==================== block 1
Figure 1. Metal layers overlaid (block 1).
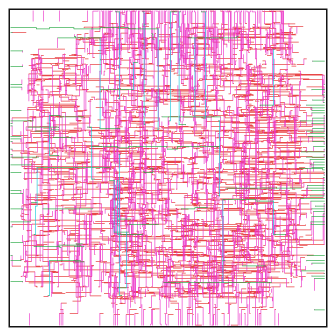

`src/rtl/tcp_pkg.sv`:
```
// +----------------------------------------------------------------------------
// | tcp_pkg : shared types and constants for the TCP transmit path
// | Rev 1.0 : initial release
// +----------------------------------------------------------------------------
`default_nettype none

package tcp_pkg;

  typedef enum logic [2:0] {
    TX_CTRL_NONE         = 3'd0,
    TX_CTRL_SEND_SYN     = 3'd1,
    TX_CTRL_SEND_ACK     = 3'd2,
    TX_CTRL_SEND_SYN_ACK = 3'd3,
    TX_CTRL_SEND_FIN     = 3'd4,
    TX_CTRL_SEND_RST     = 3'd5,
    TX_CTRL_SEND_DATA    = 3'd6
  } tx_ctrl_t;

  localparam logic [7:0] FLAG_FIN = 8'h01;
  localparam logic [7:0] FLAG_SYN = 8'h02;
  localparam logic [7:0] FLAG_RST = 8'h04;
  localparam logic [7:0] FLAG_PSH = 8'h08;
  localparam logic [7:0] FLAG_ACK = 8'h10;
  localparam logic [7:0] FLAG_URG = 8'h20;
  localparam logic [7:0] FLAG_ECE = 8'h40;
  localparam logic [7:0] FLAG_CWR = 8'h80;

  // Queue entries carry the widest length any instance may use.
  localparam int c_REQ_LEN_W = 32;

  typedef struct packed {
    tx_ctrl_t                 ctrl;
    logic [c_REQ_LEN_W-1:0]   len;
  } tx_req_t;

  typedef enum logic [0:0] {
    ST_IDLE = 1'b0,
    ST_SEND = 1'b1
  } tx_state_t;

  // Zero flags marks an encoding that must be dropped.
  function automatic logic [7:0] tx_ctrl_flags(input tx_ctrl_t ctrl);
    case (ctrl)
      TX_CTRL_SEND_SYN:     return FLAG_SYN;
      TX_CTRL_SEND_SYN_ACK: return FLAG_SYN | FLAG_ACK;
      TX_CTRL_SEND_ACK:     return FLAG_ACK;
      TX_CTRL_SEND_FIN:     return FLAG_FIN | FLAG_ACK;
      TX_CTRL_SEND_RST:     return FLAG_RST | FLAG_ACK;
      TX_CTRL_SEND_DATA:    return FLAG_PSH | FLAG_ACK;
      default:              return 8'h00;
    endcase
  endfunction

endpackage

`default_nettype wire

```
`src/rtl/tcp_tx_req_fifo.sv`:
```
// +----------------------------------------------------------------------------
// | tcp_tx_req_fifo : synchronous request FIFO with flush, head visible on o_rdata
// | Rev 1.0 : initial release
// +----------------------------------------------------------------------------
`default_nettype none

module tcp_tx_req_fifo
  import tcp_pkg::*;
#(
  parameter int DEPTH = 4
) (
  input  logic    i_clk,
  input  logic    i_rst,
  input  logic    i_flush,
  input  logic    i_push,
  input  tx_req_t i_wdata,
  input  logic    i_pop,
  output tx_req_t o_rdata,
  output logic    o_full,
  output logic    o_empty
);

  localparam int c_AW = (DEPTH > 1) ? $clog2(DEPTH) : 1;
  localparam logic [c_AW:0] c_PTR_ONE = (c_AW + 1)'(1);

  tx_req_t         r_mem [DEPTH];
  logic [c_AW:0]   r_wr_ptr;
  logic [c_AW:0]   r_rd_ptr;
  logic            w_do_push;
  logic            w_do_pop;

  // Extra pointer MSB distinguishes full from empty.
  assign o_empty   = (r_wr_ptr == r_rd_ptr);
  assign o_full    = (r_wr_ptr[c_AW] != r_rd_ptr[c_AW]) &&
                     (r_wr_ptr[c_AW-1:0] == r_rd_ptr[c_AW-1:0]);
  assign w_do_push = i_push && !o_full && !i_flush;
  assign w_do_pop  = i_pop && !o_empty;
  assign o_rdata   = r_mem[r_rd_ptr[c_AW-1:0]];

  always_ff @(posedge i_clk) begin
    if (i_rst || i_flush) begin
      r_wr_ptr <= '0;
      r_rd_ptr <= '0;
    end else begin
      if (w_do_push) r_wr_ptr <= r_wr_ptr + c_PTR_ONE;
      if (w_do_pop)  r_rd_ptr <= r_rd_ptr + c_PTR_ONE;
    end
  end

  always_ff @(posedge i_clk) begin
    if (w_do_push) r_mem[r_wr_ptr[c_AW-1:0]] <= i_wdata;
  end

endmodule

`default_nettype wire

```
`src/rtl/tcp_tx_seq_ctrl.sv`:
```
// +----------------------------------------------------------------------------
// | tcp_tx_seq_ctrl : queued TCP transmit header controller owning SND.NXT
// | Optional TCP_TX_STATS_EN adds saturating segment/drop counters.
// | Rev 1.0 : initial release
// +----------------------------------------------------------------------------
`default_nettype none

module tcp_tx_seq_ctrl
  import tcp_pkg::*;
#(
  parameter logic [15:0] WINDOW_SIZE = 16'h1000,
  parameter logic [31:0] ISS         = 32'h0000_1000,
  parameter int          QUEUE_DEPTH = 4,
  parameter int          LEN_W       = 16
) (
  input  logic             i_clk,
  input  logic             i_rst,
  input  tx_ctrl_t         i_tx_ctrl,
  input  logic [LEN_W-1:0] i_tx_len,
  input  logic             i_tx_ctrl_valid,
  output logic             o_tx_ctrl_ack,
  input  logic [31:0]      i_rcv_nxt,
  input  logic             i_iss_load,
  input  logic [31:0]      i_iss,
  input  logic             i_flush,
  output logic [31:0]      o_seq_number,
  output logic [31:0]      o_ack_number,
  output logic [7:0]       o_flags,
  output logic [15:0]      o_window_size,
  output logic [LEN_W-1:0] o_payload_len,
  output logic             o_hdr_valid,
  input  logic             i_packet_done,
  output logic [31:0]      o_snd_nxt,
`ifdef TCP_TX_STATS_EN
  output logic [15:0]      o_seg_count,
  output logic [7:0]       o_drop_count,
`endif
  output logic             o_busy
);

  tx_req_t          w_req;
  tx_req_t          w_head;
  logic             w_fifo_full;
  logic             w_fifo_empty;
  logic             w_pop;
  logic [7:0]       w_head_flags;
  logic             w_head_legal;
  logic             w_head_is_data;
  logic [LEN_W-1:0] w_head_len;
  logic [31:0]      w_head_adv;
  logic             w_seg_done;

  tx_state_t        r_state;
  logic [31:0]      r_snd_nxt;
  logic [31:0]      r_adv;
  logic [31:0]      r_seq;
  logic [31:0]      r_ack;
  logic [7:0]       r_flags;
  logic [15:0]      r_window;
  logic [LEN_W-1:0] r_len;
  logic             r_hdr_valid;

  always_comb begin
    w_req      = '0;
    w_req.ctrl = i_tx_ctrl;
    w_req.len  = c_REQ_LEN_W'(i_tx_len);
  end

  tcp_tx_req_fifo #(
    .DEPTH   (QUEUE_DEPTH)
  ) u_req_fifo (
    .i_clk   (i_clk),
    .i_rst   (i_rst),
    .i_flush (i_flush),
    .i_push  (i_tx_ctrl_valid),
    .i_wdata (w_req),
    .i_pop   (w_pop),
    .o_rdata (w_head),
    .o_full  (w_fifo_full),
    .o_empty (w_fifo_empty)
  );

  assign w_pop          = (r_state == ST_IDLE) && !w_fifo_empty;
  assign w_head_flags   = tx_ctrl_flags(w_head.ctrl);
  assign w_head_legal   = (w_head_flags != 8'h00);
  assign w_head_is_data = (w_head.ctrl == TX_CTRL_SEND_DATA);
  assign w_head_len     = w_head_is_data ? w_head.len[LEN_W-1:0] : '0;
  // Sequence-space length is fixed at pop so completion needs only an add.
  assign w_head_adv     = (w_head_is_data ? w_head.len : 32'd0)
                        + {31'd0, w_head_flags[1]}
                        + {31'd0, w_head_flags[0]};
  assign w_seg_done     = (r_state == ST_SEND) && i_packet_done;

  always_ff @(posedge i_clk) begin
    if (i_rst) begin
      r_state     <= ST_IDLE;
      r_adv       <= '0;
      r_seq       <= '0;
      r_ack       <= '0;
      r_flags     <= '0;
      r_window    <= '0;
      r_len       <= '0;
      r_hdr_valid <= 1'b0;
    end else begin
      case (r_state)
        ST_IDLE: begin
          if (w_pop && w_head_legal) begin
            r_seq       <= r_snd_nxt;
            r_ack       <= ((w_head_flags & FLAG_ACK) != 8'h00) ? i_rcv_nxt : 32'd0;
            r_flags     <= w_head_flags;
            r_window    <= WINDOW_SIZE;
            r_len       <= w_head_len;
            r_adv       <= w_head_adv;
            r_hdr_valid <= 1'b1;
            r_state     <= ST_SEND;
          end
        end
        ST_SEND: begin
          if (i_packet_done) begin
            r_seq       <= '0;
            r_ack       <= '0;
            r_flags     <= '0;
            r_window    <= '0;
            r_len       <= '0;
            r_hdr_valid <= 1'b0;
            r_state     <= ST_IDLE;
          end
        end
        default: r_state <= ST_IDLE;
      endcase
    end
  end

  // An ISS load wins over a completion in the same cycle.
  always_ff @(posedge i_clk) begin
    if (i_rst)           r_snd_nxt <= ISS;
    else if (i_iss_load) r_snd_nxt <= i_iss;
    else if (w_seg_done) r_snd_nxt <= r_snd_nxt + r_adv;
  end

  assign o_tx_ctrl_ack = !w_fifo_full;
  assign o_seq_number  = r_seq;
  assign o_ack_number  = r_ack;
  assign o_flags       = r_flags;
  assign o_window_size = r_window;
  assign o_payload_len = r_len;
  assign o_hdr_valid   = r_hdr_valid;
  assign o_snd_nxt     = r_snd_nxt;
  assign o_busy        = !w_fifo_empty || (r_state == ST_SEND);

`ifdef TCP_TX_STATS_EN
  logic [15:0] r_seg_count;
  logic [7:0]  r_drop_count;
  logic [1:0]  w_drop_evts;
  logic [7:0]  w_drop_inc;

  assign w_drop_evts = {1'b0, w_pop && !w_head_legal}
                     + {1'b0, i_tx_ctrl_valid && w_fifo_full};
  assign w_drop_inc  = {6'd0, w_drop_evts};

  always_ff @(posedge i_clk) begin
    if (i_rst) begin
      r_seg_count  <= '0;
      r_drop_count <= '0;
    end else begin
      if (w_seg_done && (r_seg_count != 16'hFFFF))
        r_seg_count <= r_seg_count + 16'd1;
      if (r_drop_count > (8'hFF - w_drop_inc))
        r_drop_count <= 8'hFF;
      else
        r_drop_count <= r_drop_count + w_drop_inc;
    end
  end

  assign o_seg_count  = r_seg_count;
  assign o_drop_count = r_drop_count;
`endif

endmodule

`default_nettype wire

```
`config.mk`:
```
export PLATFORM = sky130hd
export DESIGN_NAME = tcp_tx_seq_ctrl
export DESIGN_NICKNAME = d
export VERILOG_FILES = /design/src/rtl/tcp_pkg.sv /design/src/rtl/tcp_tx_req_fifo.sv /design/src/rtl/tcp_tx_seq_ctrl.sv
export SDC_FILE = /design/constraint.sdc
export NUM_CORES = 1
export LEC_CHECK = 0
export CELL_PAD_IN_SITES_DETAIL_PLACEMENT = 1
export CELL_PAD_IN_SITES_GLOBAL_PLACEMENT = 1
export CORE_MARGIN = 5
export CORE_UTILIZATION = 40
export CTS_BUF_LIST = sky130_fd_sc_hd__clkbuf_8
export CTS_CLUSTER_SIZE = 25
export DETAILED_ROUTE_END_ITERATION = 8
export PLACE_DENSITY_LB_ADDON = 0.12
export SLEW_MARGIN = 15
export SYNTH_ARGS = -nofsm -noshare
export SYNTH_HDL_FRONTEND = slang
export SYNTH_SLANG_ARGS = --single-unit
```
`constraint.sdc`:
```
create_clock -name i_clk -period 3.89 [get_ports i_clk]
set_input_delay 0.5835 -clock i_clk [delete_from_list [all_inputs] [get_ports i_clk]]
set_output_delay 0.5835 -clock i_clk [all_outputs]
set_load 0.01 [all_outputs]
```
==================== block 2
<file path="src/rtl/ext_regbank.sv">
// ext_regbank: self-contained register map (ID, W1C event flags, cycle counter, ctrl, RW bank)
// behind a simple clk/addr/din/dout/we bus with one-cycle registered reads.
module ext_regbank #(
    parameter int unsigned aw      = 4,
    parameter int unsigned dw      = 8,
    parameter int unsigned n_rw    = 4,
    parameter int unsigned RW_INIT = 'h40,
    parameter int unsigned ID      = 'haf
) (
    input  logic                clk,
    input  logic                rst_n,
    input  logic [aw-1:0]       addr,
    input  logic [dw-1:0]       din,
    output logic [dw-1:0]       dout,
    input  logic                we,
    input  logic [dw-1:0]       ev,
    output logic [n_rw*dw-1:0]  rw_out,
    output logic [n_rw-1:0]     wstb
);

    localparam logic [dw-1:0] RW_INIT_V = dw'(RW_INIT);
    localparam logic [dw-1:0] ID_V      = dw'(ID);
    localparam logic [aw-1:0] A_ID      = aw'(0);
    localparam logic [aw-1:0] A_FLAGS   = aw'(1);
    localparam logic [aw-1:0] A_CNT     = aw'(2);
    localparam logic [aw-1:0] A_CTRL    = aw'(3);

    logic [dw-1:0]   rw_q [n_rw];
    logic [dw-1:0]   rw_d [n_rw];
    logic [n_rw-1:0] wstb_q, wstb_d;
    logic [dw-1:0]   flags_q, flags_d;
    logic [dw-1:0]   cnt_q, cnt_d;
    logic            en_q, en_d;
    logic [dw-1:0]   dout_q, dout_d;
    logic            sel_flags, sel_ctrl, clr;

    // Read mux samples pre-write state, so read-during-write returns the old value.
    always_comb begin
        dout_d = '0;
        case (addr)
            A_ID:    dout_d = ID_V;
            A_FLAGS: dout_d = flags_q;
            A_CNT:   dout_d = cnt_q;
            A_CTRL:  dout_d[0] = en_q;
            default: begin
                for (int unsigned k = 0; k < n_rw; k++) begin
                    if (addr == aw'(4 + k)) dout_d = rw_q[k];
                end
            end
        endcase
    end

    always_comb begin
        sel_flags = we && (addr == A_FLAGS);
        sel_ctrl  = we && (addr == A_CTRL);
        clr       = sel_ctrl && din[1];

        // Set wins over a simultaneous W1C clear.
        flags_d = (flags_q & ~(sel_flags ? din : '0)) | ev;

        if (clr)       cnt_d = '0;
        else if (en_q) cnt_d = cnt_q + dw'(1);
        else           cnt_d = cnt_q;

        en_d = sel_ctrl ? din[0] : en_q;

        rw_d   = rw_q;
        wstb_d = '0;
        for (int unsigned k = 0; k < n_rw; k++) begin
            if (we && (addr == aw'(4 + k))) begin
                rw_d[k]   = din;
                wstb_d[k] = 1'b1;
            end
        end
    end

    always_ff @(posedge clk or negedge rst_n) begin
        if (!rst_n) begin
            for (int unsigned k = 0; k < n_rw; k++) rw_q[k] <= RW_INIT_V;
            wstb_q  <= '0;
            flags_q <= '0;
            cnt_q   <= '0;
            en_q    <= 1'b1;
            dout_q  <= '0;
        end else begin
            rw_q    <= rw_d;
            wstb_q  <= wstb_d;
            flags_q <= flags_d;
            cnt_q   <= cnt_d;
            en_q    <= en_d;
            dout_q  <= dout_d;
        end
    end

    always_comb begin
        rw_out = '0;
        for (int unsigned k = 0; k < n_rw; k++) rw_out[k*dw +: dw] = rw_q[k];
    end

    assign dout = dout_q;
    assign wstb = wstb_q;

endmodule

</file>
<file path="config.mk">
export PLATFORM = sky130hd
export DESIGN_NAME = ext_regbank
export DESIGN_NICKNAME = d
export VERILOG_FILES = /design/src/rtl/ext_regbank.sv
export SDC_FILE = /design/constraint.sdc
export NUM_CORES = 1
export LEC_CHECK = 0
export CORE_UTILIZATION = 37
export CTS_CLUSTER_SIZE = 10
export DETAILED_ROUTE_END_ITERATION = 6
export PLACE_DENSITY = 0.72
export SETUP_SLACK_MARGIN = 0.15
export SLEW_MARGIN = 20
export SYNTH_ARGS = -nofsm -noshare
export SYNTH_HDL_FRONTEND = slang
export SYNTH_SLANG_ARGS = --single-unit
</file>
<file path="constraint.sdc">
create_clock -name clk -period 1.9 [get_ports clk]
set_input_delay 0.57 -clock clk [delete_from_list [all_inputs] [get_ports clk]]
set_output_delay 0.57 -clock clk [all_outputs]
set_load 0.02 [all_outputs]
</file>
==================== block 3
**src/rtl/fft_sdf_scheduler.sv**
```systemverilog
// fft_sdf_scheduler: frame-aware sequencer for the radix-2 SDF FFT stage chain.
// Define FFT_SCHED_FRAME_CNT_EN to build the completed-frame counter behind frame_count.
module fft_sdf_scheduler #(
    parameter int NFFT       = 64,
    parameter int PIPE_EXTRA = 3,
    localparam int L         = $clog2(NFFT)
) (
    input  logic         clk,
    input  logic         rst,
    input  logic         run,
    output logic         in_ready,
    output logic [L-1:0] stage_start,
    output logic [L-1:0] stage_sel,
    output logic         out_valid,
    output logic [L-1:0] out_index,
    output logic         frame_done,
    output logic         busy,
    output logic [15:0]  frame_count
);
    // state | meaning
    // IDLE  | waiting for run; stage counters held at 0
    // RUN   | accepting one sample per cycle, whole frames only
    // DRAIN | input stopped, flushing the pipeline for T_OUT cycles
    typedef enum logic [1:0] {IDLE, RUN, DRAIN} state_t;

    localparam int T_OUT = NFFT - 1 + L * PIPE_EXTRA;
    localparam int DW    = $clog2(T_OUT);

    state_t         state;
    logic [L-1:0]   in_cnt;
    logic [DW-1:0]  drain_cnt;
    logic [T_OUT-1:0] dly;
    logic [L-1:0]   oc;

    assign in_ready = (state == RUN);
    assign busy     = (state != IDLE);

    always_ff @(posedge clk or negedge rst) begin
        if (!rst) begin
            state     <= IDLE;
            in_cnt    <= '0;
            drain_cnt <= '0;
        end else begin
            case (state)
                IDLE: begin
                    in_cnt    <= '0;
                    drain_cnt <= '0;
                    if (run) state <= RUN;
                end
                RUN: begin
                    in_cnt <= in_cnt + 1'b1;
                    if (in_cnt == L'(NFFT - 1) && !run) state <= DRAIN;
                end
                DRAIN: begin
                    if (drain_cnt == DW'(T_OUT - 1)) state <= IDLE;
                    else drain_cnt <= drain_cnt + 1'b1;
                end
                default: state <= IDLE;
            endcase
        end
    end

    // dly[k] is in_ready delayed by k+1 cycles; it is never flushed by IDLE
    always_ff @(posedge clk or negedge rst) begin
        if (!rst) dly <= '0;
        else      dly <= {dly[T_OUT-2:0], in_ready};
    end

    for (genvar s = 1; s <= L; s++) begin : g_stage
        localparam int TS = NFFT - (NFFT >> (s - 1)) + (s - 1) * PIPE_EXTRA;
        logic         v;
        logic         v_prev;
        logic [L-1:0] cnt;

        if (TS == 0) begin : g_first
            assign v = in_ready;
        end else begin : g_later
            assign v = dly[TS-1];
        end
        assign v_prev = dly[TS];

        always_ff @(posedge clk or negedge rst) begin
            if (!rst)                cnt <= '0;
            else if (state == IDLE)  cnt <= '0;
            else if (v)              cnt <= cnt + 1'b1;
        end

        assign stage_sel[s-1]   = v & cnt[L-s];
        assign stage_start[s-1] = v & ~v_prev;
    end

    assign out_valid = dly[T_OUT-1];

    always_ff @(posedge clk or negedge rst) begin
        if (!rst)           oc <= '0;
        else if (out_valid) oc <= oc + 1'b1;
    end

    always_comb begin
        out_index = '0;
        for (int i = 0; i < L; i++) out_index[i] = oc[L-1-i];
    end

    assign frame_done = out_valid & (oc == L'(NFFT - 1));

`ifdef FFT_SCHED_FRAME_CNT_EN
    logic [15:0] frame_cnt_q;
    always_ff @(posedge clk or negedge rst) begin
        if (!rst)            frame_cnt_q <= '0;
        else if (frame_done) frame_cnt_q <= frame_cnt_q + 16'd1;
    end
    assign frame_count = frame_cnt_q;
`else
    assign frame_count = 16'd0;
`endif

endmodule

```
**config.mk**
```make
export PLATFORM = sky130hd
export DESIGN_NAME = fft_sdf_scheduler
export DESIGN_NICKNAME = d
export VERILOG_FILES = /design/src/rtl/fft_sdf_scheduler.sv
export SDC_FILE = /design/constraint.sdc
export NUM_CORES = 1
export LEC_CHECK = 0
export CAP_MARGIN = 15
export CORE_MARGIN = 2
export CORE_UTILIZATION = 46
export DETAILED_ROUTE_END_ITERATION = 10
export MAX_ROUTING_LAYER = met4
export PLACE_DENSITY = 0.66
export SYNTH_ARGS = -nofsm -noshare
export SYNTH_HDL_FRONTEND = slang
export SYNTH_SLANG_ARGS = --single-unit
export TNS_END_PERCENT = 30
```
**constraint.sdc**
```tcl
create_clock -name clk -period 3 [get_ports clk]
set_clock_uncertainty 0.2 [all_clocks]
set_input_delay 0.6 -clock clk [delete_from_list [all_inputs] [get_ports clk]]
set_output_delay 0.6 -clock clk [all_outputs]
set_load 0.05 [all_outputs]
```
Figure 2. Metal layers overlaid (block 2).
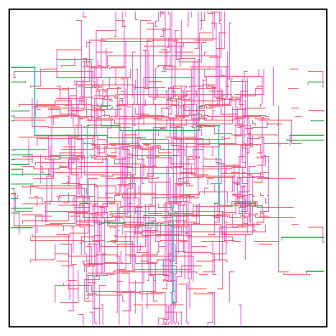
magenta -> M2  # wire length 3510 µm
cyan -> M4  # wire length 95.2 µm
green -> M3  # wire length 242 µm
red -> M1  # wire length 3140 µm
gr usage total: 0.189
wire per inst: 15.7 µm
vias: 2198
routed wire length: 6990 µm

==> results.cfg, block 2 <==
; physical design summary
[outcome]
status = complete, no violations

[detailed_routing]
wl_met3_um = 242
route.met2.wl_um = 3510
drc = 0

[cells_and_area]
final_layout_size_suffix_gt1_frac = 0.285
comb_share = 0.287
final_cell_mix = 56 x dfrtp_1, 43 x dlygate4sd2_1, 32 x mux2_2
fin_area_um2 = 3930
comb_cells = 158

[global_route]
grt_max_degree = 62
grt_pass1_vias = 2127
top_usage_layer = met2
grt_overflow = 0

[critical_path]
end_kind = output port
reg2reg_slack_ns = 0.43
r2r-end = cnt_q[6]
arrival_ns = 1.15
cp_max_fo = 3
critPathBufInv = 1
start_kind = flop

[placed_design]
io_buffers = 66
place_area_um2 = 3740

[final_timing]
hold_viol = 0
tns_ns = 0
rsz0062_at_grt = false

[power_and_ir_drop]
switchingPower_mw = 1.32
p_sw_frac = 0.324
intPower_mw = 2.77
power-top-group = sequential cells
seq_power_share = 0.446

[run]
cap_viol_max_count = 0

[yosys]
synth.cell_area_um2 = 2770
yosysChipArea_um2 = 2770

[cts]
post_cts_buffers = 1
path_clk_slew_ns = 0.07

[floorplan]
chip_area_um2 = 7830

[worst_hold_path]
min_path_type = in2async
block 2: Yosys cell counts, drive strengths merged, types with 6 or more instances:
cell | instances | area share
a31oi | 6 | 0.014
nand3 | 6 | 0.011
a21oi | 12 | 0.022
inv | 14 | 0.019
nand2 | 21 | 0.029
buf | 8 | 0.021
dfrtp | 56 | 0.51
mux2 | 32 | 0.13
nor2 | 20 | 0.030
o21ai | 22 | 0.040
a21o | 8 | 0.022
block 2: worst max path at each step:
stage | cells after the start | start | slack, ns | endpoint
finish | 1 | rw_out[30] | 0.18 | rw_out[30]
global route | 1 | rw_out[22] | 0.15 | rw_out[22]
CTS | 1 | rw_out[6] | 0.09 | rw_out[6]
detailed placement | 7 | addr[1] | -0.26 | flags_q[7]
global placement | 6 | addr[2] | -0.23 | rw_out[26]
floorplan | 6 | addr[3] | 0.14 | rw_out[0]
block 2: state kept, by name, summed over array words and instances, names as in the netlist:
| signal | flops |
|---|---|
| rw_out | 32 |
| cnt_q | 8 |
| dout | 8 |
| flags_q | 8 |
| wstb | 4 |
| en_q | 1 |
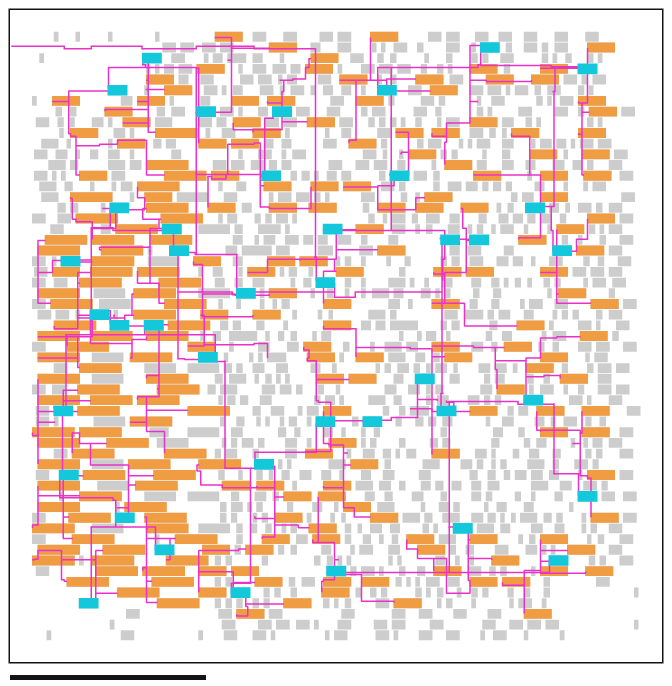
Figure 3: block 1, routed clock nets over the placement.
The bar under the picture is 50 µm long.
magenta -> clock wires  # length 3230 µm
cyan -> clock-net drivers  # count 40
orange -> flip-flops  # count 220
routed clock nets = 41
clk latency of the worst-skew pair: 0.54 ns
Final Skew: 0.0235 ns
power in the clock group: 2.01 mW

About Figure 1:
red -> M1  # wire length 12500 µm
green -> M3  # wire length 1160 µm
cyan -> M4  # wire length 825 µm
magenta -> M2  # wire length 13900 µm

==> results.cfg, block 1 <==
; physical design summary
[final_timing]
setup_ws_ns = 0.908
finalSetupViolCount = 0

[floorplan]
taps = 324
die_w_um = 166

[yosys]
yosysWarnings = 0
syn_area_per_cell_um2 = 10.2
ys_cells = 953
synth-seq-cells = 220
yosys-top-cells-count = 144 x dfxtp_1, 107 x nand2_1, 99 x a21oi_1, 87 x nand3_1, 79 x nor2_1
flop_cell = dfxtp_1
yosysChipArea_um2 = 9730
top_area_cell = dfxtp_1
synth.cell_area_um2 = 9730

[cts]
path_clk_slew_ns = 0.06
root_buffer = clkbuf_8
numCtsBuffers = 40
htreeDepth = 2
cts_sinks = 220
cts_tree = built

[run]
warning_count = 30

[critical_path]
reg2reg_slack_ns = 0.91
start_kind = flop
rr_worst_depth = 9
required_ns = 4.30

[cells_and_area]
logic_area_um2 = 4140
largest_cell_class = sequential cells
seq_share = 0.407
num-fill-cells = 2716
syn2layout_area_growth_pct = 30.5
n_antenna_cell = 1
inv_count = 12

[global_route]
grt_util_all_layers = 0.200

[power_and_ir_drop]
ir_drop_mv = 0.255
clockPowerShare = 0.377
p_comb_frac = 0.146

[worst_hold_path]
hold_end = o_ack_number[9]

[detailed_routing]
wl_per_cell_um = 18.8
routed_via_density = 5.20

[outcome]
status = complete, no violations
block 1: through the flow:
step                hold WS [ns]  cells  area, µm²  utilization
finish                     0.448   1510      12700        0.527
global route               0.477   1510      12700        0.527
CTS                        0.455   1509      12700        0.527
detailed placement         0.447   1437      12000        0.496
global placement           0.437   1437      12000        0.496
floorplan                  0.436    970       9790            -
block 1: cells by family after synthesis:
logic type / synth area share
compound gates: 0.135
xor+xnor: 0.0441
fa+ha+maj: 0.0350
buf+inv: 0.0500
flops: 0.531
mux: 0.0461
other cells: 0.000386
simple gates: 0.158
block 1: worst max-delay path, stage by stage (launching register included):
cell	delay (ns)
dfxtp_1	0.45
mux4_2	0.66
nor3b_1	0.45
fa_1	0.31
and2_1	0.23
nand2_1	0.09
nor4_1	0.31
xnor2_1	0.11
a32oi_1	0.20
nor2_1	0.05
block 1: power by group through the flow:
stage               logic, mW  clock network [mW]  registers (mW)
floorplan               0.428                   0            2.60
global placement        0.773                   0            2.59
detailed placement      0.783                   0            2.59
CTS                     0.787                2.07            2.55
global route            0.852                2.18            2.56
finish                  0.779                2.01            2.54
Figure 4. Routed clock nets over the placement (block 3).
The bar under the picture is 20 µm long.
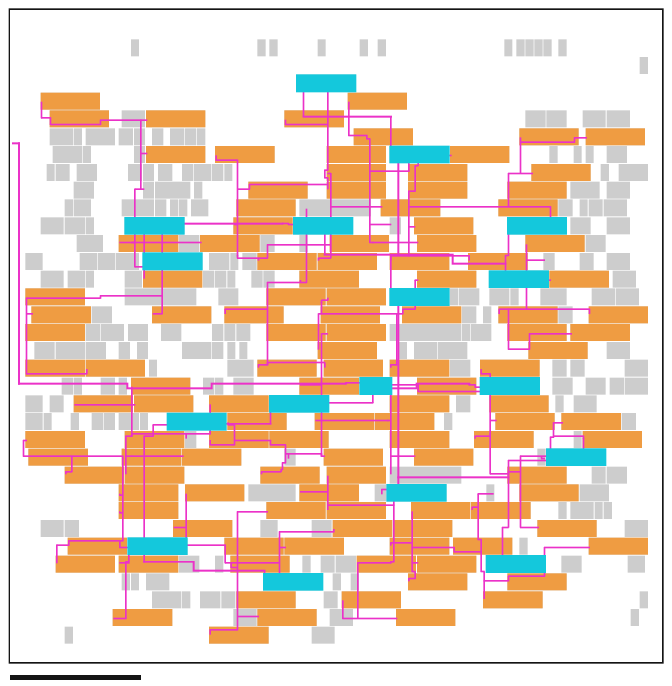
cyan -> clock-net drivers  # count 17
orange -> flip-flops  # count 123
magenta -> clock wires  # length 1400 µm
routed clock nets = 18
clk latency of the worst-skew pair: 0.51 ns
power in the clock group: 1.98 mW
part of the power in the clock network: 0.459

Figure 5. Placed standard cells (block 3).
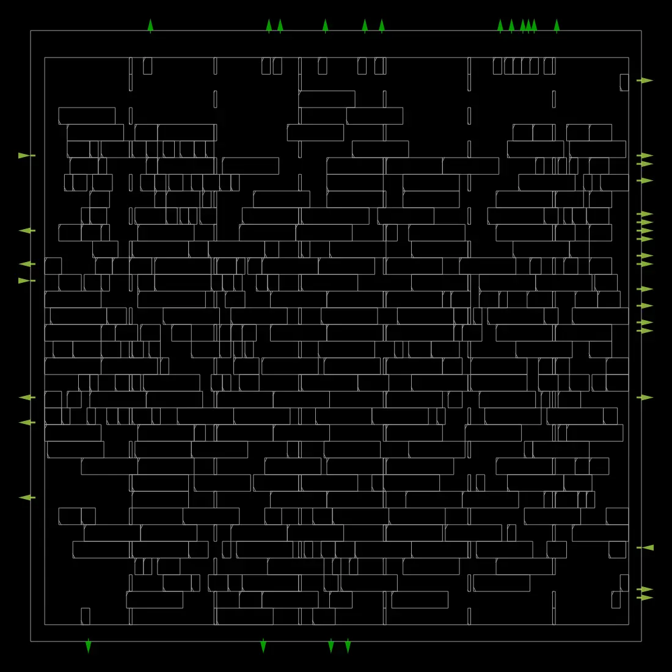
Fillers: 699
final core utilization: 0.580
seq_cells: 123

==> results.cfg, block 3 <==
; physical design summary
[cells_and_area]
syn2layout_area_growth_pct = 21.5
inv_count = 7
buffers = 30
n_antenna_cell = 0
buf_share = 0.0573
largest_cell_class = sequential cells
nets = 346
final_cell_mix = 123 x dfrtp_1, 21 x nor2_1, 19 x clkdlybuf4s50_1
lay_top_count = dfrtp_1

[floorplan]
core-area_um2 = 8810
fp-utilization = 0.477
chip_area_um2 = 9920
row_count = 34
die_w_um = 99.6
taps = 108

[cts]
post_cts_buffers = 0
numCtsBuffers = 17
htreeDepth = 4
cts_sinks = 123

[outcome]
status = complete, no violations

[critical_path]
arrival_ns = 1.99
crit_type = reg2out
cp_max_fo = 9
required_ns = 2.20
critical_path.cell_chain = nor2_4 > inv_1 > clkdlybuf4s50_1
timing.critical_path.to = busy
reg2reg_slack_ns = 1.19
cp-startpoint = state[1]
start_kind = flop
crit_family = buffers and inverters
rr_worst_depth = 4
r2r-start = state[1]

[power_and_ir_drop]
total_leakage_power_nw = 2.35
p_sw_frac = 0.234
intPower_mw = 3.30
power_mw = 4.31

[global_route]
grt_pass1_wl_um = 10900
grt_overflow = 0

[yosys]
synth-seq-cells = 123
yosysMostFrequentCell = dfrtp_1
synthTopLogicFamily = simple AND/OR/NAND/NOR gates
yosys-top-cells-count = 123 x dfrtp_1, 21 x nor2_1, 18 x nand2_1, 17 x buf_4, 10 x xor2_1
synth.cell_area_um2 = 4200
flop_cell = dfrtp_1
top_area_cell = dfrtp_1
ys_sh_adder = 0.0238
yosysChipArea_um2 = 4200

[placed_design]
place_area_um2 = 4520
gp_congestion = 0.743

[detailed_routing]
drc = 0
drt-total-wl_um = 6200
drt_iter0_markers = 115
vias = 2213

[final_timing]
setup_ws_ns = 0.209
hold_viol = 0
fmax_mhz = 358
[block 3: registers in the layout (all words and copies together), names as in the netlist]
| signal | count |
|---|---|
| oc | 6 |
| state | 2 |
| in_cnt | 6 |
| dly | 81 |
| g_stage.cnt | 21 |
| drain_cnt | 7 |
[block 3: power by group through the flow]
stage	logic (mW)	registers (mW)	clock network, mW
final	0.415	1.91	1.98
after global routing	0.477	1.94	2.12
after CTS	0.422	1.91	2.03
after detailed placement	0.417	1.94	0
after global placement	0.407	1.93	0
after floorplan	0.342	1.91	0
[block 3: worst min-delay path by stage]
stage / to / cells after the start
3_5_place_dp: dly[74] / 0
5_1_grt: dly[15] / 0
3_3_place_gp: dly[71] / 0
2_1_floorplan: dly[0] / 0
4_1_cts: dly[33] / 0
6_report: dly[30] / 0
[block 3: routing by layer]
metal | track usage | routed length (µm) | part of all wire
met3 | 0.0703 | 267 | 0.043
met4 | 0.0695 | 101 | 0.016
met2 | 0.208 | 2810 | 0.45
met1 | 0.198 | 3020 | 0.49
met5 | - | 0 | 0
[block 3: per-stage QoR]
stage	utilization	hold slack, ns
after floorplan	-	0.104
after global placement	0.513	0.133
after detailed placement	0.513	0.135
after CTS	0.580	0.146
after global routing	0.580	0.152
final	0.580	0.143


==> layout pictures side by side <==
Ports around the boundary.
Pins as bars across the die edge, other pins in grey.
(a)
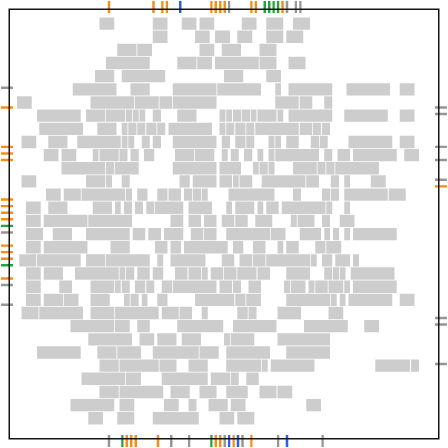
(b)
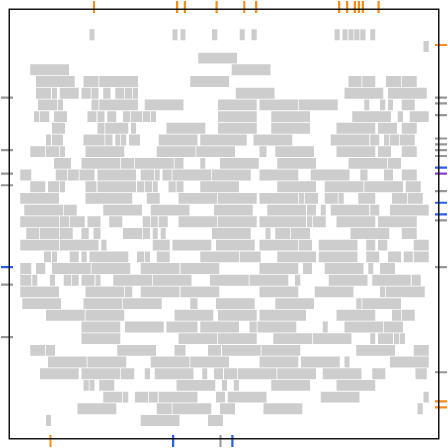
(c)
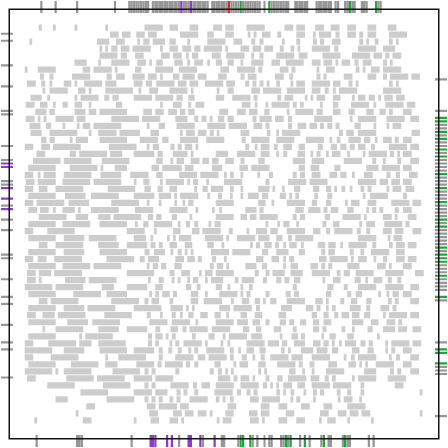
block 3: (b)
block 1: (c)
block 2: (a)

Key to (c):
green -> `o_snd_nxt`  # pins 32, direction output, edge 20 right, 8 bottom, 4 top
red -> `o_hdr_valid`  # pins 1, direction output, edge top
purple -> `o_payload_len`  # pins 16, direction output, edge 9 bottom, 5 left, 2 top

Power and IR drop assume default switching activity.
